=== design 1 ===
design_1/gates.png
Scale bar: 20 microns.
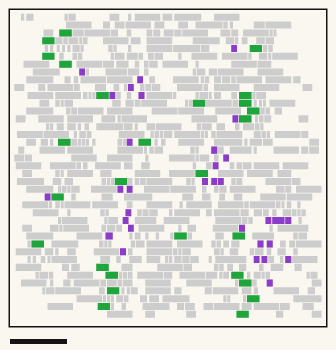

===== config.mk =====
export PLATFORM = sky130hd
export DESIGN_NAME = key_scanner_bank
export DESIGN_NICKNAME = d
export VERILOG_FILES = /design/src/rtl/key_pkg.sv /design/src/rtl/key_channel.sv /design/src/rtl/key_scanner_bank.sv
export SDC_FILE = /design/constraint.sdc
export NUM_CORES = 1
export LEC_CHECK = 0
export CAP_MARGIN = 5
export CORE_UTILIZATION = 50
export CTS_CLUSTER_SIZE = 12
export DETAILED_ROUTE_END_ITERATION = 6
export GPL_TIMING_DRIVEN = 0
export HOLD_SLACK_MARGIN = 0.03
export MAX_ROUTING_LAYER = met4
export PLACE_DENSITY = 0.67
export SLEW_MARGIN = 20
export SYNTH_ARGS = -nofsm -noshare
export SYNTH_HDL_FRONTEND = slang
export SYNTH_SLANG_ARGS = --single-unit

===== constraint.sdc =====
create_clock -name clk -period 2.4 [get_ports clk]
set_input_delay 0.48 -clock clk [delete_from_list [all_inputs] [get_ports clk]]
set_output_delay 0.48 -clock clk [all_outputs]
set_load 0.01 [all_outputs]

===== src/rtl/key_pkg.sv =====
// Shared constants and types for the key scanner bank.
//   - Default timing constants, in 1 kHz control-clock cycles (1 cycle = 1 ms).
//   - Key channel indices as wired to the game controller.
//   - Per-channel auto-repeat state type.
//   - Small helper used to size the repeat counter.
package key_pkg;

  localparam int KEY_DEBOUNCE_MS     = 20;
  localparam int KEY_REPEAT_DELAY_MS = 300;
  localparam int KEY_REPEAT_RATE_MS  = 80;

  localparam int KEY_START  = 0;
  localparam int KEY_PAUSE  = 1;
  localparam int KEY_GRADE  = 2;
  localparam int KEY_RIGHT  = 3;
  localparam int KEY_LEFT   = 4;
  localparam int KEY_ROTATE = 5;
  localparam int KEY_DOWN   = 6;

  typedef enum logic [1:0] {
    IDLE   = 2'd0,
    DELAY  = 2'd1,
    REPEAT = 2'd2
  } key_rep_state_e;

  function automatic int key_max(input int a, input int b);
    return (a > b) ? a : b;
  endfunction

endpackage


===== src/rtl/key_channel.sv =====
// One key channel: 2-flop synchroniser, debounce counter and auto-repeat FSM.
//   clk, rst_n : control clock, asynchronous active-low reset
//   k          : raw asynchronous button pin
//   k_flag     : one-cycle pulse on debounced press or on auto-repeat
//   k_level    : debounced pressed state, 1 = pressed
//   k_repeat   : one-cycle pulse on auto-repeat only
module key_channel
  import key_pkg::*;
#(
  parameter int ACTIVE_LOW   = 1,
  parameter int DEBOUNCE_CNT = 20,
  parameter int REPEAT_DELAY = 300,
  parameter int REPEAT_RATE  = 80,
  parameter bit REPEAT_EN    = 1'b1
) (
  input  logic clk,
  input  logic rst_n,
  input  logic k,
  output logic k_flag,
  output logic k_level,
  output logic k_repeat
);

  localparam int   CNT_W    = $clog2(DEBOUNCE_CNT + 1);
  localparam int   RC_W     = $clog2(key_max(REPEAT_DELAY, REPEAT_RATE) + 1);
  // Pin level of a released key; synchroniser resets here so that reset
  // never looks like a press.
  localparam logic IDLE_LVL = (ACTIVE_LOW != 0) ? 1'b1 : 1'b0;

  logic                sync_p0;
  logic                sync_p1;
  logic                s;
  logic                db;
  logic [CNT_W-1:0]    cnt;
  key_rep_state_e      state;
  logic [RC_W-1:0]     rc;
  logic                press;
  logic                release_evt;

  // ---- stage p0/p1: synchroniser ----
  always_ff @(posedge clk or negedge rst_n) begin
    if (!rst_n) begin
      sync_p0 <= IDLE_LVL;
      sync_p1 <= IDLE_LVL;
    end else begin
      sync_p0 <= k;
      sync_p1 <= sync_p0;
    end
  end

  assign s = sync_p1 ^ IDLE_LVL;

  // ---- debounce: db follows s after DEBOUNCE_CNT consecutive differing samples ----
  always_ff @(posedge clk or negedge rst_n) begin
    if (!rst_n) begin
      cnt <= '0;
      db  <= 1'b0;
    end else if (s == db) begin
      cnt <= '0;
    end else if (cnt == CNT_W'(DEBOUNCE_CNT - 1)) begin
      db  <= s;
      cnt <= '0;
    end else begin
      cnt <= cnt + 1'b1;
    end
  end

  // k_level is a registered copy of db, so its edges are detected by
  // comparing the two.
  assign press       = db & ~k_level;
  assign release_evt = ~db & k_level;

  // ---- output stage: level, press pulse and repeat FSM ----
  always_ff @(posedge clk or negedge rst_n) begin
    if (!rst_n) begin
      k_level  <= 1'b0;
      k_flag   <= 1'b0;
      k_repeat <= 1'b0;
      state    <= IDLE;
      rc       <= '0;
    end else begin
      k_level  <= db;
      k_flag   <= press;
      k_repeat <= 1'b0;
      // Release wins over a terminal count: no pulse in the release cycle.
      if (release_evt) begin
        state <= IDLE;
        rc    <= '0;
      end else begin
        case (state)
          IDLE: begin
            if (press && REPEAT_EN) begin
              state <= DELAY;
              rc    <= '0;
            end
          end
          DELAY: begin
            if (rc == RC_W'(REPEAT_DELAY - 1)) begin
              k_flag   <= 1'b1;
              k_repeat <= 1'b1;
              rc       <= '0;
              state    <= REPEAT;
            end else begin
              rc <= rc + 1'b1;
            end
          end
          REPEAT: begin
            if (rc == RC_W'(REPEAT_RATE - 1)) begin
              k_flag   <= 1'b1;
              k_repeat <= 1'b1;
              rc       <= '0;
            end else begin
              rc <= rc + 1'b1;
            end
          end
          default: begin
            state <= IDLE;
            rc    <= '0;
          end
        endcase
      end
    end
  end

endmodule


===== src/rtl/key_scanner_bank.sv =====
// Bank of N_KEYS independent debounced push-button channels with optional
// per-channel auto-repeat.
//   clk      : control clock (1 kHz in the game build)
//   rst_n    : asynchronous active-low reset
//   k        : raw asynchronous button pins
//   k_flag   : one-cycle pulse per key on debounced press or auto-repeat
//   k_level  : debounced pressed state per key, 1 = pressed
//   k_repeat : one-cycle pulse per key on auto-repeat only
module key_scanner_bank
  import key_pkg::*;
#(
  parameter int                N_KEYS       = 7,
  parameter int                ACTIVE_LOW   = 1,
  parameter int                DEBOUNCE_CNT = KEY_DEBOUNCE_MS,
  parameter int                REPEAT_DELAY = KEY_REPEAT_DELAY_MS,
  parameter int                REPEAT_RATE  = KEY_REPEAT_RATE_MS,
  parameter logic [N_KEYS-1:0] REPEAT_MASK  = 7'b0011011
) (
  input  logic              clk,
  input  logic              rst_n,
  input  logic [N_KEYS-1:0] k,
  output logic [N_KEYS-1:0] k_flag,
  output logic [N_KEYS-1:0] k_level,
  output logic [N_KEYS-1:0] k_repeat
);

  if (N_KEYS < 1 || DEBOUNCE_CNT < 1 || REPEAT_DELAY < 1 || REPEAT_RATE < 1)
  begin : g_param_err
    $error("key_scanner_bank: N_KEYS, DEBOUNCE_CNT, REPEAT_DELAY and REPEAT_RATE must be >= 1");
  end

  for (genvar i = 0; i < N_KEYS; i++) begin : g_ch
    key_channel #(
      .ACTIVE_LOW   (ACTIVE_LOW),
      .DEBOUNCE_CNT (DEBOUNCE_CNT),
      .REPEAT_DELAY (REPEAT_DELAY),
      .REPEAT_RATE  (REPEAT_RATE),
      .REPEAT_EN    (REPEAT_MASK[i])
    ) u_ch (
      .clk      (clk),
      .rst_n    (rst_n),
      .k        (k[i]),
      .k_flag   (k_flag[i]),
      .k_level  (k_level[i]),
      .k_repeat (k_repeat[i])
    );
  end

endmodule


=== design 2 ===
$ cat config.mk
export PLATFORM = sky130hd
export DESIGN_NAME = io_input_conditioner
export DESIGN_NICKNAME = d
export VERILOG_FILES = /design/src/rtl/io_pkg.sv /design/src/rtl/switch_debouncer.sv /design/src/rtl/io_input_conditioner.sv
export SDC_FILE = /design/constraint.sdc
export NUM_CORES = 1
export LEC_CHECK = 0
export ABC_CLOCK_PERIOD_IN_PS = 4000
export CAP_MARGIN = 20
export CORE_MARGIN = 3
export CORE_UTILIZATION = 38
export CTS_CLUSTER_DIAMETER = 100
export DETAILED_ROUTE_END_ITERATION = 6
export PLACE_DENSITY = 0.69
export RECOVER_POWER = 50
export SLEW_MARGIN = 0
export SYNTH_ARGS = -nofsm -noshare
export SYNTH_HDL_FRONTEND = slang
export SYNTH_SLANG_ARGS = --single-unit
$ cat constraint.sdc
create_clock -name clk -period 4 [get_ports clk]
set_input_delay 0.8 -clock clk [delete_from_list [all_inputs] [get_ports clk]]
set_output_delay 0.8 -clock clk [all_outputs]
set_load 0.01 [all_outputs]
$ cat src/rtl/io_pkg.sv
// Shared I/O constants and debouncer state type.
// Used by the input conditioner and the I/O memory block.
package io_pkg;

   localparam int GPIO_W = 36;
   localparam int SW_W   = 4;

   typedef enum logic [1:0] {
      STABLE0,
      WAIT1,
      STABLE1,
      WAIT0
   } deb_state_t;

endpackage

$ cat src/rtl/switch_debouncer.sv
// Single-switch debouncer on an already synchronised input.
// A new level is accepted only after DEBOUNCE_CYCLES stable samples.
module switch_debouncer
   import io_pkg::*;
#(
   parameter int DEBOUNCE_CYCLES = 250000
) (
   input  logic clk,
   input  logic rst,
   input  logic sync,
   output logic db,
   output logic rise,
   output logic fall
);

   localparam int CW = $clog2(DEBOUNCE_CYCLES + 1);
   localparam logic [CW-1:0] LAST = CW'(DEBOUNCE_CYCLES - 1);
   localparam logic [CW-1:0] ONE  = CW'(1);

   deb_state_t      state;
   logic [CW-1:0]   cnt;

   // Qualification FSM with registered level and edge pulses
   always_ff @(posedge clk) begin
      if (rst) begin
         state <= STABLE0;
         cnt   <= '0;
         db    <= 1'b0;
         rise  <= 1'b0;
         fall  <= 1'b0;
      end else begin
         rise <= 1'b0;
         fall <= 1'b0;
         unique case (state)
            STABLE0: begin
               if (sync) begin
                  state <= WAIT1;
                  cnt   <= ONE;
               end else begin
                  cnt <= '0;
               end
            end
            WAIT1: begin
               if (!sync) begin
                  state <= STABLE0;
                  cnt   <= '0;
               end else if (cnt == LAST) begin
                  state <= STABLE1;
                  cnt   <= '0;
                  db    <= 1'b1;
                  rise  <= 1'b1;
               end else begin
                  cnt <= cnt + ONE;
               end
            end
            STABLE1: begin
               if (!sync) begin
                  state <= WAIT0;
                  cnt   <= ONE;
               end else begin
                  cnt <= '0;
               end
            end
            WAIT0: begin
               if (sync) begin
                  state <= STABLE1;
                  cnt   <= '0;
               end else if (cnt == LAST) begin
                  state <= STABLE0;
                  cnt   <= '0;
                  db    <= 1'b0;
                  fall  <= 1'b1;
               end else begin
                  cnt <= cnt + ONE;
               end
            end
            default: begin
               state <= STABLE0;
               cnt   <= '0;
            end
         endcase
      end
   end

endmodule

$ cat src/rtl/io_input_conditioner.sv
// Synchronises GPIO pins and debounces slide switches
// before they reach the I/O memory map.
module io_input_conditioner
   import io_pkg::*;
#(
   parameter int GPIO_W          = io_pkg::GPIO_W,
   parameter int SW_W            = io_pkg::SW_W,
   parameter int DEBOUNCE_CYCLES = 250000
) (
   input  logic              clk,
   input  logic              rst,
   input  logic [GPIO_W-1:0] gpio_raw,
   input  logic [SW_W-1:0]   switches_raw,
   output logic [GPIO_W-1:0] gpio_sync,
   output logic              gpio_changed,
   output logic [SW_W-1:0]   switches_db,
   output logic [SW_W-1:0]   sw_rise,
   output logic [SW_W-1:0]   sw_fall
);

   logic [GPIO_W-1:0] gpio_s1;
   logic [GPIO_W-1:0] gpio_prev;
   logic [SW_W-1:0]   sw_s1;
   logic [SW_W-1:0]   sw_s2;

   // Two-flop synchronisers plus previous GPIO value
   always_ff @(posedge clk) begin
      if (rst) begin
         gpio_s1   <= '0;
         gpio_sync <= '0;
         gpio_prev <= '0;
         sw_s1     <= '0;
         sw_s2     <= '0;
      end else begin
         gpio_s1   <= gpio_raw;
         gpio_sync <= gpio_s1;
         gpio_prev <= gpio_sync;
         sw_s1     <= switches_raw;
         sw_s2     <= sw_s1;
      end
   end

   // Change flag derives only from registers
   assign gpio_changed = |(gpio_sync ^ gpio_prev);

   for (genvar i = 0; i < SW_W; i++) begin : g_deb
      switch_debouncer #(
         .DEBOUNCE_CYCLES(DEBOUNCE_CYCLES)
      ) u_deb (
         .clk  (clk),
         .rst  (rst),
         .sync (sw_s2[i]),
         .db   (switches_db[i]),
         .rise (sw_rise[i]),
         .fall (sw_fall[i])
      );
   end

endmodule
design_2/layers.png
Scale bar: 50 microns.
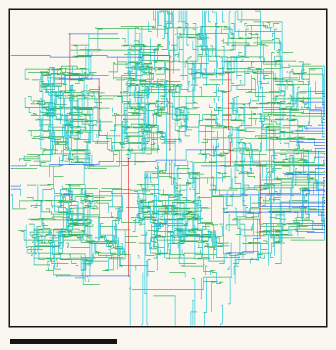
| layer | colour | wire length |
|---|---|---|
| M2 | cyan | 6690 microns |
| M1 | green | 7330 microns |
| M4 | red | 220 microns |
| M3 | blue | 715 microns |
gr usage total: 13.5%
WL/cell: 13.2 microns
routed wire length: 15.0 mm
detailed-route via count: 5398

==> results.cfg, design 2 <==
; physical design summary
[final_layout]
seq_area_sq_um = 4160
area.combinational_sq_um = 3250
top_register = g_deb.u_deb.cnt
largest_reg_flops = 72

[floorplanning]
n_tap_cell = 265

[timing]
rsz0062_at_grt = false
drv_slew = 92
worstMarginPinSlew_ns = 1.83

[logic_synthesis]
simple_gate_share_pct = 26.7
synthAdderAreaFrac_pct = 0.651
yosys_warnings = 0
syn-mean-instance-area_sq_um = 9.86

[setup_path]
crit_path_end = gpio_changed
cp-end-kind = primary output
rr_worst_depth = 4

[drt]
wl_met3_microns = 714
dr.max_layer_used = met4

[pwr]
power_frac_comb_pct = 4.5

[placed_design]
gp_congestion = 0.791

[job]
tool_warnings = 26
drv_cap = 2

[outcome]
violations = capacitance limit, slew limit
status = finished, violations left

[global_routing]
grt_pass1_wl_mm = 25.1
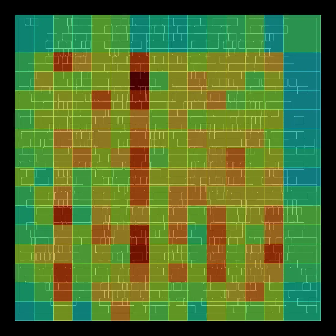
design_1/congestion_map.png
gr busiest metal: met2
met2 GRT Util: 29.7%
grt met1 use: 22.1%
final core occ: 60.6%
grt met3 use: 6.64%

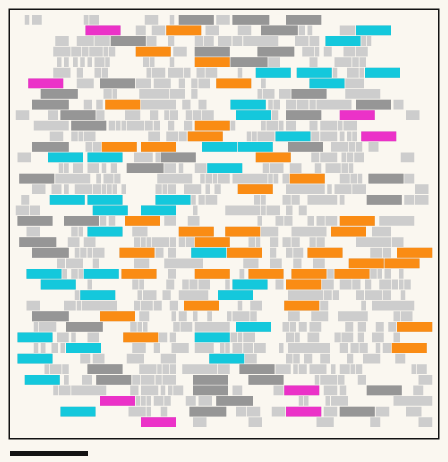
design_1/ff_map.png
Scale bar: 20 microns. Other sequential cells in the stronger grey, the rest of the logic in the fainter grey.
| signal | colour | sequential cells |
|---|---|---|
| g_ch.u_ch.cnt | cyan | 35 |
| g_ch.u_ch.rc | orange | 36 |
| g_ch.u_ch.state | magenta | 8 |

About design_1/gates.png:
| family | colour | cells |
|---|---|---|
| and/or cells | purple | 32 |
| fa/ha/maj cells | green | 27 |
Comb area share: 37.7%
most used logic cell in the final layout: dfrtp_1
Final Non-Filler Cells: 746

==> results.cfg, design 1 <==
; physical design summary
[timing]
setup_viol = 0
layout_setup_ws_ns = 0.450
slew-limit-headroom_pct = 59.2
hold_viol_final = 0

[final_layout]
biggestCellCategory = registers
final_cell_mix = 104 x dfrtp_1, 52 x nor2_1, 34 x nand2_1, 32 x o21ai_0, 29 x nand3_1
clockBufferCount = 28
clk_share_pct = 8.40
diodes = 0
buffers = 53
ff_count = 118

[cts]
max-clock-path-buffers = 2

[hold_path]
min_to = g_ch[6].u_ch.sync_p1$_DFF_PN1_

[pwr]
max-vdd-ir-drop_mv = 0.593
p_seq_mw = 2.24

[logic_synthesis]
yosys_warnings = 0
ys_types = 48
synth_cells = 541
ys.flop_type = dfrtp_1
topCellsByArea = dfrtp_1 45%, dfstp_2 6.3%, ha_1 5.8%

[floorplanning]
dieWidth_microns = 110
die_area_sq_um = 12100

[placed_design]
place_ws_ns = 0.478

[global_routing]
grt.total_usage_pct = 19.0

[setup_path]
max_stage_delay_ns = 0.52

[job]
tool_warnings = 38

[outcome]
status = finished clean

=== design 3 ===
design_3/ff_map.png
Scale bar: 20 microns. Other sequential cells in the stronger grey, the rest of the logic in the fainter grey.
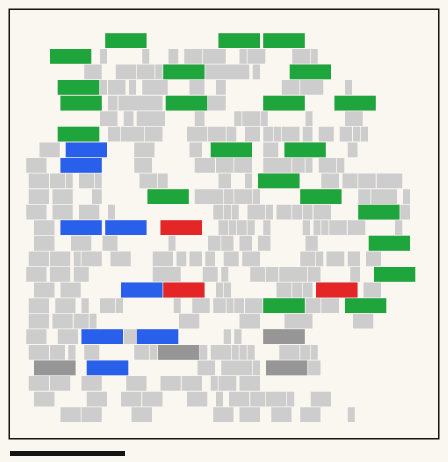

<file path="src/rtl/lcd_bus_arbiter.sv">
// lcd_bus_arbiter: shares an HD44780-style 8-bit LCD write bus between two
// valid/ready requesters. It enforces the power-up wait and the rs/data setup,
// enable pulse, hold and instruction execution times. A per-packet lock keeps
// multi-byte fields from interleaving.
module lcd_bus_arbiter #(
  parameter int POWERUP_CYC    = 2_500_000,
  parameter int SETUP_CYC      = 4,
  parameter int EN_HIGH_CYC    = 24,
  parameter int HOLD_CYC       = 4,
  parameter int EXEC_CYC       = 2000,
  parameter int CLEAR_EXEC_CYC = 82000
) (
  input  logic       clk,
  input  logic       reset,
  input  logic       req0_valid,
  input  logic       req0_rs,
  input  logic [7:0] req0_data,
  input  logic       req0_last,
  output logic       req0_ready,
  input  logic       req1_valid,
  input  logic       req1_rs,
  input  logic [7:0] req1_data,
  input  logic       req1_last,
  output logic       req1_ready,
  output logic       lcd_rs,
  output logic       lcd_rw,
  output logic       lcd_en,
  output logic [7:0] lcd_data,
  output logic       busy,
  output logic       owner
);

  function automatic int max2(input int a, input int b);
    return (a > b) ? a : b;
  endfunction

  localparam int MAX_CYC = max2(max2(max2(POWERUP_CYC, SETUP_CYC), max2(EN_HIGH_CYC, HOLD_CYC)),
                                max2(EXEC_CYC, CLEAR_EXEC_CYC));
  localparam int CNT_W = $clog2(MAX_CYC + 1);

  // Counter reload values: the counter runs from N-1 down to 0, giving N cycles per state.
  localparam logic [CNT_W-1:0] LD_PU    = CNT_W'(POWERUP_CYC - 1);
  localparam logic [CNT_W-1:0] LD_SETUP = CNT_W'(SETUP_CYC - 1);
  localparam logic [CNT_W-1:0] LD_EN    = CNT_W'(EN_HIGH_CYC - 1);
  localparam logic [CNT_W-1:0] LD_HOLD  = CNT_W'(HOLD_CYC - 1);
  localparam logic [CNT_W-1:0] LD_EXEC  = CNT_W'(EXEC_CYC - 1);
  localparam logic [CNT_W-1:0] LD_CLEAR = CNT_W'(CLEAR_EXEC_CYC - 1);
  localparam logic [CNT_W-1:0] CNT_ZERO = {CNT_W{1'b0}};
  localparam logic [CNT_W-1:0] CNT_ONE  = CNT_W'(1);

  typedef enum logic [2:0] {
    ST_POWERUP = 3'd0,
    ST_IDLE    = 3'd1,
    ST_SETUP   = 3'd2,
    ST_PULSE   = 3'd3,
    ST_HOLD    = 3'd4,
    ST_EXEC    = 3'd5
  } state_t;

  state_t           state, next_state;
  logic [CNT_W-1:0] cnt, next_cnt;
  logic             lock, rr;
  logic             gnt0, gnt1, accept, cnt_done, exec_long;

  // Grant selection: a locked bus belongs to its owner, otherwise a lone
  // requester wins and a tie goes to the round-robin pointer.
  always_comb begin
    gnt0 = 1'b0;
    gnt1 = 1'b0;
    if (lock) begin
      gnt0 = req0_valid && (owner == 1'b0);
      gnt1 = req1_valid && (owner == 1'b1);
    end else begin
      gnt0 = req0_valid && (!req1_valid || (rr == 1'b0));
      gnt1 = req1_valid && (!req0_valid || (rr == 1'b1));
    end
  end

  assign req0_ready = (state == ST_IDLE) && gnt0;
  assign req1_ready = (state == ST_IDLE) && gnt1;
  assign accept     = req0_ready || req1_ready;
  assign cnt_done   = (cnt == CNT_ZERO);
  // Clear and return-home need the long execution time.
  assign exec_long  = !lcd_rs && ((lcd_data == 8'h01) || (lcd_data == 8'h02) || (lcd_data == 8'h03));

  assign lcd_rw = 1'b0;
  assign lcd_en = (state == ST_PULSE);
  assign busy   = (state != ST_IDLE);

  // State and timing counter register.
  always_ff @(posedge clk) begin
    if (!reset) begin
      state <= ST_POWERUP;
      cnt   <= LD_PU;
    end else begin
      state <= next_state;
      cnt   <= next_cnt;
    end
  end

  // Next-state logic: each timed state counts down, then reloads the counter for the next state.
  always_comb begin
    next_state = state;
    next_cnt   = cnt;
    case (state)
      ST_POWERUP: begin
        if (cnt_done) begin
          next_state = ST_IDLE;
          next_cnt   = CNT_ZERO;
        end else begin
          next_cnt = cnt - CNT_ONE;
        end
      end
      ST_IDLE: begin
        if (accept) begin
          next_state = ST_SETUP;
          next_cnt   = LD_SETUP;
        end else begin
          next_cnt = CNT_ZERO;
        end
      end
      ST_SETUP: begin
        if (cnt_done) begin
          next_state = ST_PULSE;
          next_cnt   = LD_EN;
        end else begin
          next_cnt = cnt - CNT_ONE;
        end
      end
      ST_PULSE: begin
        if (cnt_done) begin
          next_state = ST_HOLD;
          next_cnt   = LD_HOLD;
        end else begin
          next_cnt = cnt - CNT_ONE;
        end
      end
      ST_HOLD: begin
        if (cnt_done) begin
          next_state = ST_EXEC;
          next_cnt   = exec_long ? LD_CLEAR : LD_EXEC;
        end else begin
          next_cnt = cnt - CNT_ONE;
        end
      end
      ST_EXEC: begin
        if (cnt_done) begin
          next_state = ST_IDLE;
          next_cnt   = CNT_ZERO;
        end else begin
          next_cnt = cnt - CNT_ONE;
        end
      end
      default: begin
        next_state = ST_POWERUP;
        next_cnt   = LD_PU;
      end
    endcase
  end

  // Accepted byte, ownership, packet lock and round-robin pointer.
  always_ff @(posedge clk) begin
    if (!reset) begin
      lcd_rs   <= 1'b0;
      lcd_data <= 8'h00;
      owner    <= 1'b0;
      lock     <= 1'b0;
      rr       <= 1'b0;
    end else if (accept) begin
      lcd_rs   <= gnt1 ? req1_rs : req0_rs;
      lcd_data <= gnt1 ? req1_data : req0_data;
      owner    <= gnt1;
      lock     <= gnt1 ? !req1_last : !req0_last;
      if (gnt1 ? req1_last : req0_last) begin
        rr <= !gnt1;
      end
    end
  end

endmodule

</file>
<file path="config.mk">
export PLATFORM = sky130hd
export DESIGN_NAME = lcd_bus_arbiter
export DESIGN_NICKNAME = d
export VERILOG_FILES = /design/src/rtl/lcd_bus_arbiter.sv
export SDC_FILE = /design/constraint.sdc
export NUM_CORES = 1
export LEC_CHECK = 0
export CORE_MARGIN = 2
export CORE_UTILIZATION = 41
export CTS_CLUSTER_SIZE = 8
export DETAILED_ROUTE_END_ITERATION = 10
export HOLD_SLACK_MARGIN = 0.06
export PLACE_DENSITY = 0.63
export SYNTH_ARGS = -nofsm -noshare
export SYNTH_HDL_FRONTEND = slang
export SYNTH_SLANG_ARGS = --single-unit
</file>
<file path="constraint.sdc">
create_clock -name clk -period 5.2 [get_ports clk]
set_clock_uncertainty 0.15 [all_clocks]
set_input_delay 1.3 -clock clk [delete_from_list [all_inputs] [get_ports clk]]
set_output_delay 1.3 -clock clk [all_outputs]
set_load 0.02 [all_outputs]
</file>
=== design 4 ===
`config.mk`:
```
export PLATFORM = sky130hd
export DESIGN_NAME = eu_fetch_sched_flat
export DESIGN_NICKNAME = d
export VERILOG_FILES = /design/src/rtl/eu_fetch_sched_pkg.sv /design/src/rtl/eu_fetch_sched_if.sv /design/src/rtl/eu_fetch_sched_rr_arbiter.sv /design/src/rtl/eu_fetch_sched.sv /design/src/flat_wrapper.sv
export SDC_FILE = /design/constraint.sdc
export NUM_CORES = 1
export LEC_CHECK = 0
export ABC_CLOCK_PERIOD_IN_PS = 4800
export CORE_MARGIN = 2
export CORE_UTILIZATION = 25
export DETAILED_ROUTE_END_ITERATION = 16
export PLACE_DENSITY = 0.46
export SLEW_MARGIN = 25
export SYNTH_ARGS = -nofsm -noshare
export SYNTH_HDL_FRONTEND = slang
export SYNTH_SLANG_ARGS = --single-unit
```
`constraint.sdc`:
```
create_clock -name clk -period 4.8 [get_ports clk]
set_clock_uncertainty 0.1 [all_clocks]
set_input_delay 0.96 -clock clk [delete_from_list [all_inputs] [get_ports clk]]
set_output_delay 0.96 -clock clk [all_outputs]
set_load 0.01 [all_outputs]
```
`src/rtl/eu_fetch_sched_pkg.sv`:
```
// Shared types for the EU fetch scheduler: FSM state encoding and the
// helper that sizes group-index fields.
package eu_sched_pkg;

    typedef enum logic [1:0] {
        IDLE      = 2'd0,
        LAUNCH    = 2'd1,
        SETTLE    = 2'd2,
        WAIT_DONE = 2'd3
    } sched_state_e;

    // Width of a group index; never narrower than one bit.
    function automatic int grp_idx_w(input int n);
        return (n > 1) ? $clog2(n) : 1;
    endfunction

endpackage

```
`src/rtl/eu_fetch_sched_if.sv`:
```
// Fetch bus between the control unit, the scheduler and the EU group wrappers.
// The scheduler uses the master view; the CU/EU side uses the slave view.
interface eu_fetch_sched_if
    import eu_sched_pkg::*;
#(
    parameter int NUM_GROUPS = 3,
    parameter int SUB_NUM    = 4,
    parameter int CTRL_W     = 32,
    parameter int ADDR_W     = 32
) ();

    localparam int GW = NUM_GROUPS * SUB_NUM;
    localparam int IW = grp_idx_w(NUM_GROUPS);

    logic [CTRL_W-1:0]     eu_fetch;
    logic [ADDR_W-1:0]     eu_fetch_addr;
    logic [GW-1:0]         grp_fetch;
    logic [ADDR_W-1:0]     grp_fetch_addr;
    logic [NUM_GROUPS-1:0] grp_fetch_done;
    logic [IW-1:0]         rd_sel;

    modport master (
        input  eu_fetch,
        input  eu_fetch_addr,
        input  grp_fetch_done,
        output grp_fetch,
        output grp_fetch_addr,
        output rd_sel
    );

    modport slave (
        output eu_fetch,
        output eu_fetch_addr,
        output grp_fetch_done,
        input  grp_fetch,
        input  grp_fetch_addr,
        input  rd_sel
    );

endinterface

```
`src/rtl/eu_fetch_sched_rr_arbiter.sv`:
```
// Combinational round-robin picker: grants the first requester at or after
// ptr, wrapping modulo N.
module rr_arbiter #(
    parameter int N  = 3,
    parameter int IW = (N > 1) ? $clog2(N) : 1
) (
    input  logic [N-1:0]  req,
    input  logic [IW-1:0] ptr,
    output logic [IW-1:0] gnt_idx,
    output logic          gnt_valid
);

    int            j;
    logic [IW-1:0] idx;

    // Scan from the farthest candidate back to ptr so the nearest one wins.
    always_comb begin
        gnt_idx   = '0;
        gnt_valid = 1'b0;
        j         = 0;
        idx       = '0;
        for (int k = N - 1; k >= 0; k--) begin
            j = int'(ptr) + k;
            if (j >= N) j = j - N;
            idx = IW'(j);
            if (req[idx]) begin
                gnt_idx   = idx;
                gnt_valid = 1'b1;
            end
        end
    end

endmodule

```
`src/rtl/eu_fetch_sched.sv`:
```
// N-group fetch scheduler: queues per-group fetch requests, round-robin grants
// the shared SDRAM read port and holds it until the group reports done.
module eu_fetch_sched
    import eu_sched_pkg::*;
#(
    parameter int NUM_GROUPS = 3,
    parameter int SUB_NUM    = 4,
    parameter int CTRL_W     = 32,
    parameter int ADDR_W     = 32,
    parameter int TIMEOUT_W  = 16
) (
    input  logic                 clk,
    input  logic                 rst_n,
    eu_fetch_sched_if.master     bus,
    input  logic [TIMEOUT_W-1:0] timeout_limit,
    input  logic                 err_clr,
    output logic                 fetch_done,
    output logic                 busy,
    output logic                 err_timeout,
    output logic                 err_collision
);

    localparam int GW = NUM_GROUPS * SUB_NUM;
    localparam int IW = grp_idx_w(NUM_GROUPS);

    if (GW > CTRL_W) begin : g_width_chk
        $error("eu_fetch_sched: NUM_GROUPS*SUB_NUM exceeds CTRL_W");
    end

    sched_state_e          state, state_nxt;
    logic [SUB_NUM-1:0]    pend_mask     [NUM_GROUPS];
    logic [ADDR_W-1:0]     pend_addr     [NUM_GROUPS];
    logic [SUB_NUM-1:0]    pend_mask_nxt [NUM_GROUPS];
    logic [SUB_NUM-1:0]    new_mask      [NUM_GROUPS];
    logic [NUM_GROUPS-1:0] req;
    logic [NUM_GROUPS-1:0] collide;
    logic                  pend_any_nxt;
    logic [IW-1:0]         rr_ptr, rr_nxt, gnt_idx;
    logic                  gnt_valid, take, tmo_hit;
    logic [GW-1:0]         launch_vec;
    logic [TIMEOUT_W-1:0]  tmo_cnt;
    logic                  unused_ctrl;

    // Control bits beyond the last group are accepted and ignored.
    assign unused_ctrl = ^bus.eu_fetch;

    for (genvar g = 0; g < NUM_GROUPS; g++) begin : g_req
        assign new_mask[g] = bus.eu_fetch[g*SUB_NUM +: SUB_NUM];
        assign req[g]      = |pend_mask[g];
    end

    rr_arbiter #(.N(NUM_GROUPS), .IW(IW)) u_arb (
        .req       (req),
        .ptr       (rr_ptr),
        .gnt_idx   (gnt_idx),
        .gnt_valid (gnt_valid)
    );

    assign rr_nxt = (gnt_idx == IW'(NUM_GROUPS - 1)) ? '0 : gnt_idx + IW'(1);

    always_comb begin
        state_nxt = state;
        take      = 1'b0;
        tmo_hit   = 1'b0;
        case (state)
            IDLE: begin
                if (gnt_valid) begin
                    take      = 1'b1;
                    state_nxt = LAUNCH;
                end
            end
            LAUNCH:  state_nxt = SETTLE;
            SETTLE:  state_nxt = WAIT_DONE;
            WAIT_DONE: begin
                // Done has priority over a timeout landing in the same cycle.
                if (bus.grp_fetch_done[bus.rd_sel]) begin
                    state_nxt = IDLE;
                end else if (timeout_limit != '0 &&
                             tmo_cnt == timeout_limit - TIMEOUT_W'(1)) begin
                    tmo_hit   = 1'b1;
                    state_nxt = IDLE;
                end
            end
            default: state_nxt = IDLE;
        endcase
    end

    // The granted group's pending bits are cleared while bits arriving in
    // the same cycle survive; a new pulse onto a still-pending group collides.
    always_comb begin
        pend_any_nxt = 1'b0;
        collide      = '0;
        launch_vec   = '0;
        for (int g = 0; g < NUM_GROUPS; g++) begin
            pend_mask_nxt[g] = (take && gnt_idx == IW'(g)) ? new_mask[g]
                                                            : (pend_mask[g] | new_mask[g]);
            collide[g]       = (|new_mask[g]) && (|pend_mask[g]) &&
                               !(take && gnt_idx == IW'(g));
            pend_any_nxt     = pend_any_nxt | (|pend_mask_nxt[g]);
            if (gnt_idx == IW'(g)) launch_vec[g*SUB_NUM +: SUB_NUM] = pend_mask[g];
        end
    end

    always_ff @(posedge clk or negedge rst_n) begin
        if (!rst_n) begin
            state              <= IDLE;
            rr_ptr             <= '0;
            tmo_cnt            <= '0;
            bus.grp_fetch      <= '0;
            bus.grp_fetch_addr <= '0;
            bus.rd_sel         <= '0;
            fetch_done         <= 1'b1;
            busy               <= 1'b0;
            err_timeout        <= 1'b0;
            err_collision      <= 1'b0;
            for (int g = 0; g < NUM_GROUPS; g++) begin
                pend_mask[g] <= '0;
                pend_addr[g] <= '0;
            end
        end else begin
            state <= state_nxt;
            for (int g = 0; g < NUM_GROUPS; g++) begin
                pend_mask[g] <= pend_mask_nxt[g];
                if (|new_mask[g]) pend_addr[g] <= bus.eu_fetch_addr;
            end
            bus.grp_fetch <= '0;
            if (take) begin
                bus.grp_fetch      <= launch_vec;
                bus.grp_fetch_addr <= pend_addr[gnt_idx];
                bus.rd_sel         <= gnt_idx;
                rr_ptr             <= rr_nxt;
            end
            tmo_cnt       <= (state == WAIT_DONE && state_nxt == WAIT_DONE) ?
                             tmo_cnt + TIMEOUT_W'(1) : '0;
            fetch_done    <= (state_nxt == IDLE) && !pend_any_nxt;
            busy          <= (state_nxt != IDLE);
            err_timeout   <= (err_timeout & ~err_clr) | tmo_hit;
            err_collision <= (err_collision & ~err_clr) | (|collide);
        end
    end

endmodule

```
`src/flat_wrapper.sv`:
```
// flat-port wrapper written by rule: the top's interface ports become plain ports
module eu_fetch_sched_flat import eu_sched_pkg::*;
#(
    parameter int NUM_GROUPS = 3,
    parameter int SUB_NUM    = 4,
    parameter int CTRL_W     = 32,
    parameter int ADDR_W     = 32,
    parameter int TIMEOUT_W  = 16
)
  (clk, rst_n, timeout_limit, err_clr, fetch_done, busy, err_timeout, err_collision, bus_eu_fetch, bus_eu_fetch_addr, bus_grp_fetch_done, bus_grp_fetch, bus_grp_fetch_addr, bus_rd_sel);
  eu_fetch_sched_if #(.NUM_GROUPS(NUM_GROUPS), .SUB_NUM(SUB_NUM), .CTRL_W(CTRL_W), .ADDR_W(ADDR_W)) bus_i ();
  input  logic clk;
  input  logic rst_n;
  input  logic [TIMEOUT_W-1:0] timeout_limit;
  input  logic err_clr;
  output logic fetch_done;
  output logic busy;
  output logic err_timeout;
  output logic err_collision;
  input wire logic [$bits(bus_i.eu_fetch)-1:0] bus_eu_fetch;
  input wire logic [$bits(bus_i.eu_fetch_addr)-1:0] bus_eu_fetch_addr;
  input wire logic [$bits(bus_i.grp_fetch_done)-1:0] bus_grp_fetch_done;
  output wire logic [$bits(bus_i.grp_fetch)-1:0] bus_grp_fetch;
  output wire logic [$bits(bus_i.grp_fetch_addr)-1:0] bus_grp_fetch_addr;
  output wire logic [$bits(bus_i.rd_sel)-1:0] bus_rd_sel;
  assign bus_i.eu_fetch = bus_eu_fetch;
  assign bus_i.eu_fetch_addr = bus_eu_fetch_addr;
  assign bus_i.grp_fetch_done = bus_grp_fetch_done;
  assign bus_grp_fetch = bus_i.grp_fetch;
  assign bus_grp_fetch_addr = bus_i.grp_fetch_addr;
  assign bus_rd_sel = bus_i.rd_sel;
  eu_fetch_sched #(.NUM_GROUPS(NUM_GROUPS), .SUB_NUM(SUB_NUM), .CTRL_W(CTRL_W), .ADDR_W(ADDR_W), .TIMEOUT_W(TIMEOUT_W)) u_core (.clk(clk), .rst_n(rst_n), .bus(bus_i), .timeout_limit(timeout_limit), .err_clr(err_clr), .fetch_done(fetch_done), .busy(busy), .err_timeout(err_timeout), .err_collision(err_collision));
endmodule
```
design_3/congestion_map.png
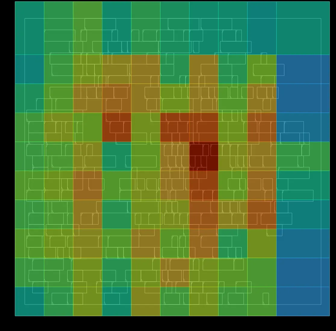
met2 GRT Util: 27.3%
grt met1 use: 25.4%

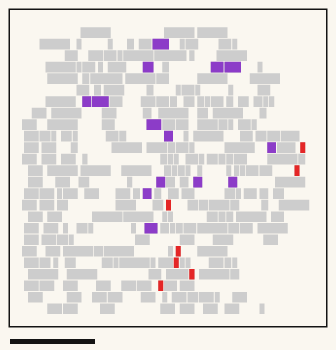
design_3/gates.png
Scale bar: 20 microns.
| family | colour | cells |
|---|---|---|
| inv cells | red | 7 |
| and/or cells | purple | 14 |

About design_3/ff_map.png:
| signal | colour | sequential cells |
|---|---|---|
| lcd_data | blue | 8 |
| state | red | 3 |
| cnt | green | 22 |

==> results.cfg, design 3 <==
; physical design summary
[pwr]
power_frac_comb_pct = 9.0
power.group.top = registers

[timing]
layout_setup_ws_ns = 0.610

[floorplanning]
die_y_microns = 74.7
n_tap_cell = 67

[setup_path]
rr_startpoint = cnt[8]$_SDFF_PN1_
cp-startpoint = req0_valid

[job]
tool_warnings = 27

[placed_design]
place_ws_ns = 0.644

[logic_synthesis]
yosysTopAreaCell = dfxtp_1
synthAdderAreaFrac_pct = 1.22
topCellsByArea = dfxtp_1 36%, nor2_1 7.0%, mux2i_1 6.8%

[final_layout]
area.combinational_sq_um = 1220
inverters_excl_clock = 7
final_area_sq_um = 2540
biggestCellCategory = multi-input combinational cells
post-route-util_pct = 53.1
final_cell_mix = 38 x nor2_1, 37 x dfxtp_1, 37 x clkdlybuf4s50_1, 14 x mux2i_1, 13 x xnor2_1
seq_share_pct = 29.1
diodes = 0

[global_routing]
grt.total_usage_pct = 18.1

[outcome]
status = finished clean

[cts]
max-clock-path-buffers = 2
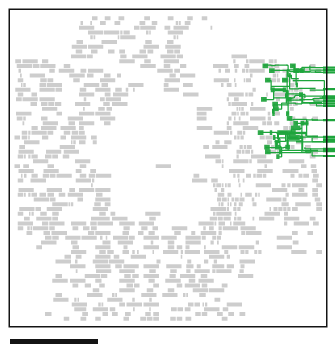
design_4/port_trees.png
Scale bar: 50 microns.
| port | colour | bits | direction | end cells | buffers | wire |
|---|---|---|---|---|---|---|
| timeout_limit | green | 16 | input | 39 | 16 | 826 microns |

==> results.cfg, design 4 <==
; physical design summary
[outcome]
status = finished clean

[global_routing]
grt_util_met2_pct = 20.2
grt_max_degree = 77
grt_pass1_vias = 5774

[logic_synthesis]
yosysTopAreaCell = dfrtp_1
ys_types = 51
ys_sh_xor_pct = 4.18
ys_seq_share_pct = 57.5
async_flop_share_pct = 100
top_area_share_pct = 57.1

[hold_path]
min_to = u_core.pend_mask[5]$_DFF_PN0_

[final_layout]
top_register = u_core.pend_addr
seq_share_pct = 44.3

[job]
tool_warnings = 47

[cts]
post-cts-setup-buffers = 0

[setup_path]
worstSetupPathType = primary input to flip-flop
crit_path_end = u_core.err_timeout$_DFF_PN0_

[drt]
drc_errors = 0

[timing]
max_freq_mhz = 288

==> notes/layouts.md <==
Pictures saved along the way, in no particular order.

Metal layers overlaid.
(a)
Scale bar: 50 microns.
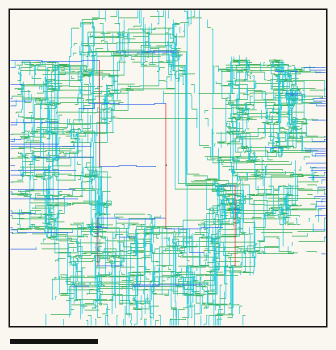
(b)
Scale bar: 20 microns.
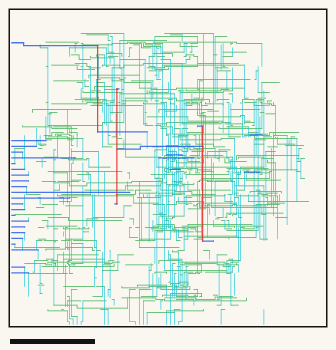
design 3 -> (b)
design 4 -> (a)
The one with the largest die is (a).

Key to (a):
| layer | colour | wire length |
|---|---|---|
| M1 | green | 9130 microns |
| M2 | cyan | 9210 microns |
| M4 | red | 205 microns |
| M3 | blue | 976 microns |


=== design 5 ===
design_5/ff_map.png
Scale bar: 20 microns. Other sequential cells in the stronger grey, the rest of the logic in the fainter grey.
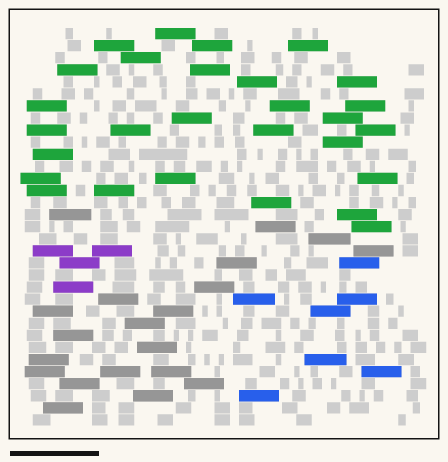
design_5/closeup.png
Scale bar: 5 microns. Window x 38 to 58, y 57 to 77 microns. Cells in grey, sequential cells in the stronger grey; small squares are vias.
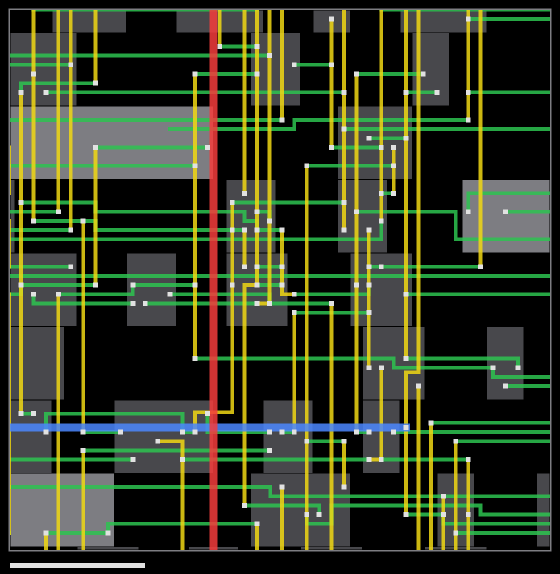
[src/rtl/slot_spin_ctrl.sv]
// ---------------------------------------------------------------------------
// slot_spin_ctrl
//
// Game sequencer for the slot machine. It takes debounced start/stop button
// levels and runs one game:
//   1. It starts all three reels.
//   2. It stops the reels one at a time, lowest index first. A reel stops on
//      an accepted stop press, or automatically after a fixed time.
//   3. It latches the stopped symbols and scores them (pair / jackpot).
//   4. It holds the result for a fixed time.
//   5. It keeps a saturating credit balance.
//
// Parameters
//   MIN_SPIN_CYCLES   cycles a reel stage must run before a stop press counts
//   AUTO_STOP_CYCLES  stage length when no press is accepted
//                     (must exceed MIN_SPIN_CYCLES)
//   RESULT_CYCLES     cycles the result is shown
//   CREDIT_INIT       balance after reset
//   CREDIT_MAX        saturation ceiling (<= 127)
//   PAIR_PAY          credits awarded for a pair
//   JACKPOT_PAY       credits awarded for a jackpot
//
// Ports
//   clk           in   system clock, rising edge
//   rst_n         in   asynchronous active-low reset
//   start_btn     in   debounced start level, 1 = pressed
//   stop_btn      in   debounced stop level, 1 = pressed
//   reel0_sym     in   live symbol (0-9) of reel 0
//   reel1_sym     in   live symbol (0-9) of reel 1
//   reel2_sym     in   live symbol (0-9) of reel 2
//   reel_run      out  bit k = 1 lets reel k advance
//   busy          out  high in every state except IDLE
//   result_valid  out  high only while the result is shown
//   win_level     out  0 none, 1 pair, 2 jackpot; held while shown
//   credits       out  current balance
// ---------------------------------------------------------------------------
module slot_spin_ctrl #(
  parameter int unsigned MIN_SPIN_CYCLES  = 25_000_000,
  parameter int unsigned AUTO_STOP_CYCLES = 150_000_000,
  parameter int unsigned RESULT_CYCLES    = 100_000_000,
  parameter int unsigned CREDIT_INIT      = 10,
  parameter int unsigned CREDIT_MAX       = 99,
  parameter int unsigned PAIR_PAY         = 2,
  parameter int unsigned JACKPOT_PAY      = 10
) (
  input  logic       clk,
  input  logic       rst_n,
  input  logic       start_btn,
  input  logic       stop_btn,
  input  logic [3:0] reel0_sym,
  input  logic [3:0] reel1_sym,
  input  logic [3:0] reel2_sym,
  output logic [2:0] reel_run,
  output logic       busy,
  output logic       result_valid,
  output logic [1:0] win_level,
  output logic [6:0] credits
);

  // -------------------------------------------------------------------------
  // State encoding and constants
  // -------------------------------------------------------------------------
  localparam logic [2:0] S_IDLE  = 3'd0;
  localparam logic [2:0] S_SPIN3 = 3'd1;  // three reels running
  localparam logic [2:0] S_SPIN2 = 3'd2;  // two reels running
  localparam logic [2:0] S_SPIN1 = 3'd3;  // one reel running
  localparam logic [2:0] S_EVAL  = 3'd4;
  localparam logic [2:0] S_SHOW  = 3'd5;

  localparam logic [1:0] WIN_NONE = 2'd0;
  localparam logic [1:0] WIN_PAIR = 2'd1;
  localparam logic [1:0] WIN_JACK = 2'd2;

  localparam logic [27:0] LP_MIN_SPIN  = 28'(MIN_SPIN_CYCLES);
  localparam logic [27:0] LP_AUTO_LAST = 28'(AUTO_STOP_CYCLES - 1);
  localparam logic [27:0] LP_SHOW_LAST = 28'(RESULT_CYCLES - 1);
  localparam logic [6:0]  LP_CRED_INIT = 7'(CREDIT_INIT);
  localparam logic [7:0]  LP_CRED_MAX  = 8'(CREDIT_MAX);
  localparam logic [7:0]  LP_PAIR_PAY  = 8'(PAIR_PAY);
  localparam logic [7:0]  LP_JACK_PAY  = 8'(JACKPOT_PAY);

  // -------------------------------------------------------------------------
  // Registers
  // -------------------------------------------------------------------------
  logic [2:0]  r_state;
  logic [27:0] r_timer;
  logic        r_start_q;
  logic        r_stop_q;
  logic [2:0]  r_reel_run;
  logic        r_busy;
  logic        r_result_valid;
  logic [1:0]  r_win_level;
  logic [6:0]  r_credits;
  logic [3:0]  r_sym_lat0;
  logic [3:0]  r_sym_lat1;
  logic [3:0]  r_sym_lat2;

  // -------------------------------------------------------------------------
  // Combinational signals
  // -------------------------------------------------------------------------
  logic        w_start_ev;
  logic        w_stop_ev;
  logic        w_in_spin;
  logic        w_counting;
  logic        w_spin_go;
  logic        w_stage_stop;
  logic        w_show_done;
  logic [2:0]  w_stop_mask;
  logic [2:0]  w_state_nxt;
  logic [27:0] w_timer_nxt;
  logic        w_jackpot;
  logic        w_pair;
  logic [1:0]  w_win;
  logic [7:0]  w_pay;
  logic [7:0]  w_sum;
  logic [6:0]  w_credits_eval;

  // -------------------------------------------------------------------------
  // Button edge detection
  // -------------------------------------------------------------------------
  // The delayed copies reset to 1. A button already held while reset is
  // released therefore produces no event until it is released and pressed
  // again.
  assign w_start_ev = start_btn & ~r_start_q;
  assign w_stop_ev  = stop_btn  & ~r_stop_q;

  // -------------------------------------------------------------------------
  // Stage qualifiers
  // -------------------------------------------------------------------------
  assign w_in_spin  = (r_state == S_SPIN3) || (r_state == S_SPIN2) ||
                      (r_state == S_SPIN1);
  assign w_counting = w_in_spin || (r_state == S_SHOW);

  assign w_spin_go  = (r_state == S_IDLE) && w_start_ev && (r_credits != '0);

  // An early stop press is not remembered; only the cycle of the press counts.
  // The press and the auto-stop are combined with OR. If both occur in the
  // same cycle, there is still only one stage transition, so one reel stops.
  assign w_stage_stop = w_in_spin &&
                        ((w_stop_ev && (r_timer >= LP_MIN_SPIN)) ||
                         (r_timer == LP_AUTO_LAST));

  assign w_show_done = (r_state == S_SHOW) && (r_timer == LP_SHOW_LAST);

  // Each stage stops the lowest-numbered reel that is still running.
  always_comb begin
    w_stop_mask = 3'b000;
    case (r_state)
      S_SPIN3: w_stop_mask = 3'b001;
      S_SPIN2: w_stop_mask = 3'b010;
      S_SPIN1: w_stop_mask = 3'b100;
      default: w_stop_mask = 3'b000;
    endcase
  end

  // -------------------------------------------------------------------------
  // Next-state logic
  // -------------------------------------------------------------------------
  always_comb begin
    w_state_nxt = r_state;
    case (r_state)
      S_IDLE:  if (w_spin_go)    w_state_nxt = S_SPIN3;
      S_SPIN3: if (w_stage_stop) w_state_nxt = S_SPIN2;
      S_SPIN2: if (w_stage_stop) w_state_nxt = S_SPIN1;
      S_SPIN1: if (w_stage_stop) w_state_nxt = S_EVAL;
      S_EVAL:                    w_state_nxt = S_SHOW;
      S_SHOW:  if (w_show_done)  w_state_nxt = S_IDLE;
      default:                   w_state_nxt = S_IDLE;
    endcase
  end

  // -------------------------------------------------------------------------
  // Stage timer
  // -------------------------------------------------------------------------
  // The timer restarts from zero on every state change. It runs only in the
  // spin and show states; in IDLE and EVAL it holds at zero.
  always_comb begin
    w_timer_nxt = r_timer;
    if (w_state_nxt != r_state) begin
      w_timer_nxt = '0;
    end else if (w_counting) begin
      w_timer_nxt = r_timer + 28'd1;
    end
  end

  // -------------------------------------------------------------------------
  // Scoring
  // -------------------------------------------------------------------------
  // A pair needs adjacent reels to match (0 with 1, or 1 with 2). Reels 0 and
  // 2 matching on their own do not score.
  assign w_jackpot = (r_sym_lat0 == r_sym_lat1) && (r_sym_lat1 == r_sym_lat2);
  assign w_pair    = (r_sym_lat0 == r_sym_lat1) || (r_sym_lat1 == r_sym_lat2);

  always_comb begin
    w_win = WIN_NONE;
    w_pay = 8'd0;
    if (w_jackpot) begin
      w_win = WIN_JACK;
      w_pay = LP_JACK_PAY;
    end else if (w_pair) begin
      w_win = WIN_PAIR;
      w_pay = LP_PAIR_PAY;
    end
  end

  // The sum is formed 8 bits wide so the ceiling compare sees a carry out of
  // the 7-bit balance.
  assign w_sum = {1'b0, r_credits} + w_pay;

  always_comb begin
    w_credits_eval = w_sum[6:0];
    if (w_sum > LP_CRED_MAX) begin
      w_credits_eval = LP_CRED_MAX[6:0];
    end
  end

  // -------------------------------------------------------------------------
  // Sequential logic
  // -------------------------------------------------------------------------
  // busy and result_valid are registered from the next state, so they change
  // in the same cycle as the state register.
  always_ff @(posedge clk or negedge rst_n) begin
    if (!rst_n) begin
      r_state        <= S_IDLE;
      r_timer        <= '0;
      r_start_q      <= 1'b1;
      r_stop_q       <= 1'b1;
      r_reel_run     <= '0;
      r_busy         <= 1'b0;
      r_result_valid <= 1'b0;
      r_win_level    <= WIN_NONE;
      r_credits      <= LP_CRED_INIT;
      r_sym_lat0     <= '0;
      r_sym_lat1     <= '0;
      r_sym_lat2     <= '0;
    end else begin
      r_state        <= w_state_nxt;
      r_timer        <= w_timer_nxt;
      r_start_q      <= start_btn;
      r_stop_q       <= stop_btn;
      r_busy         <= (w_state_nxt != S_IDLE);
      r_result_valid <= (w_state_nxt == S_SHOW);

      // Start a game: run all reels and spend one credit.
      if (w_spin_go) begin
        r_reel_run <= 3'b111;
        r_credits  <= r_credits - 7'd1;
      end

      // Stop one reel and latch the symbol it shows in this cycle.
      if (w_stage_stop) begin
        r_reel_run <= r_reel_run & ~w_stop_mask;
        if (w_stop_mask[0]) r_sym_lat0 <= reel0_sym;
        if (w_stop_mask[1]) r_sym_lat1 <= reel1_sym;
        if (w_stop_mask[2]) r_sym_lat2 <= reel2_sym;
      end

      // Score the latched symbols and pay out.
      if (r_state == S_EVAL) begin
        r_win_level <= w_win;
        r_credits   <= w_credits_eval;
      end

      // Clear the result when returning to IDLE.
      if (w_show_done) begin
        r_win_level <= WIN_NONE;
      end
    end
  end

  // -------------------------------------------------------------------------
  // Outputs
  // -------------------------------------------------------------------------
  assign reel_run     = r_reel_run;
  assign busy         = r_busy;
  assign result_valid = r_result_valid;
  assign win_level    = r_win_level;
  assign credits      = r_credits;

endmodule

[config.mk]
export PLATFORM = sky130hd
export DESIGN_NAME = slot_spin_ctrl
export DESIGN_NICKNAME = d
export VERILOG_FILES = /design/src/rtl/slot_spin_ctrl.sv
export SDC_FILE = /design/constraint.sdc
export NUM_CORES = 1
export LEC_CHECK = 0
export CELL_PAD_IN_SITES_DETAIL_PLACEMENT = 2
export CELL_PAD_IN_SITES_GLOBAL_PLACEMENT = 2
export CORE_MARGIN = 2
export CORE_UTILIZATION = 40
export CTS_CLUSTER_SIZE = 14
export DETAILED_ROUTE_END_ITERATION = 7
export GPL_ROUTABILITY_DRIVEN = 0
export PLACE_DENSITY_LB_ADDON = 0.1
export REMOVE_ABC_BUFFERS = 1
export SYNTH_ARGS = -nofsm -noshare
export SYNTH_HDL_FRONTEND = slang
export SYNTH_SLANG_ARGS = --single-unit
[constraint.sdc]
create_clock -name clk -period 6.7 [get_ports clk]
set_input_delay 0.67 -clock clk [delete_from_list [all_inputs] [get_ports clk]]
set_output_delay 0.67 -clock clk [all_outputs]
set_load 0.1 [all_outputs]
==> results.cfg <==
; physical design summary
[cts]
clockRootBuffer = clkbuf_8

[setup_path]
max_stage_delay_ns = 0.85
rr_startpoint = r_sym_lat1[1]$_DFFE_PN0P_
worstSetupPathType = flip-flop to flip-flop
cp-start-kind = flip-flop

[floorplanning]
die_area_sq_um = 9300

[drt]
drt_wl_total_mm = 9.33
post_drt_wl_per_cell_microns = 19.7
wl_met1_mm = 4.39

[pwr]
power_mw = 1.17
clkPwrFrac_pct = 28.7

[placed_design]
place_inst = 458

[global_routing]
busiest_layer = met2
grt_util_met2_pct = 36.8

[logic_synthesis]
ys.flop_type = dfrtp_1
yosys_warnings = 0
synth_flop_count = 59
syn-mean-instance-area_sq_um = 10.1
ys_sh_xor_pct = 10.3

[final_layout]
final_cell_mix = 55 x dfrtp_1, 36 x xnor2_1, 31 x a31oi_1, 28 x clkdlybuf4s50_1, 22 x nand2_1
largest_reg_flops = 28
finalNonFillerCells = 474

[outcome]
status = finished clean
Notes on design_5/ff_map.png above:
| signal | colour | sequential cells |
|---|---|---|
| credits | blue | 7 |
| r_timer | green | 28 |
| r_sym_lat0 | purple | 4 |
not coloured: 20
register area: 1480 sq um
total sequential power: 0.450 mW

Notes on design_5/closeup.png above:
| layer | colour |
|---|---|
| M1 | green |
| M4 | red |
| M2 | yellow |
| M3 | blue |
cells with their middle in the window: 19
netlist names of flops here include: r_timer (1)
sequential cells in the window: 1
most frequent: nor3_1 (3)



==> screenshots <==
Logic cells by family.
image #1
Scale bar: 50 microns.
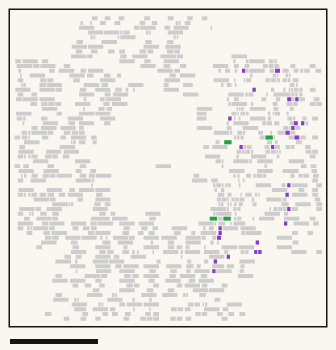
image #2
Scale bar: 20 microns.
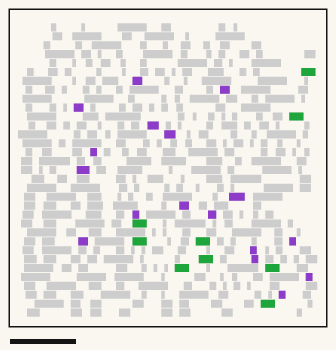
image #3
Scale bar: 50 microns.
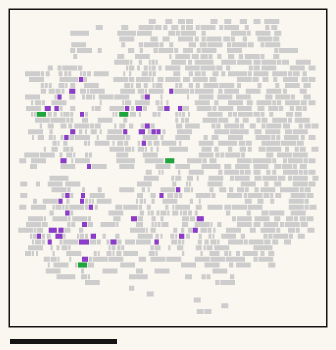
| picture | from |
|---|---|
| image #2 | design 5 |
| image #1 | design 4 |
| image #3 | design 2 |
The one with the smallest die is image #2.
The one with the largest die is image #1.

No activity file was given, so power comes from the tool's default toggle rates.
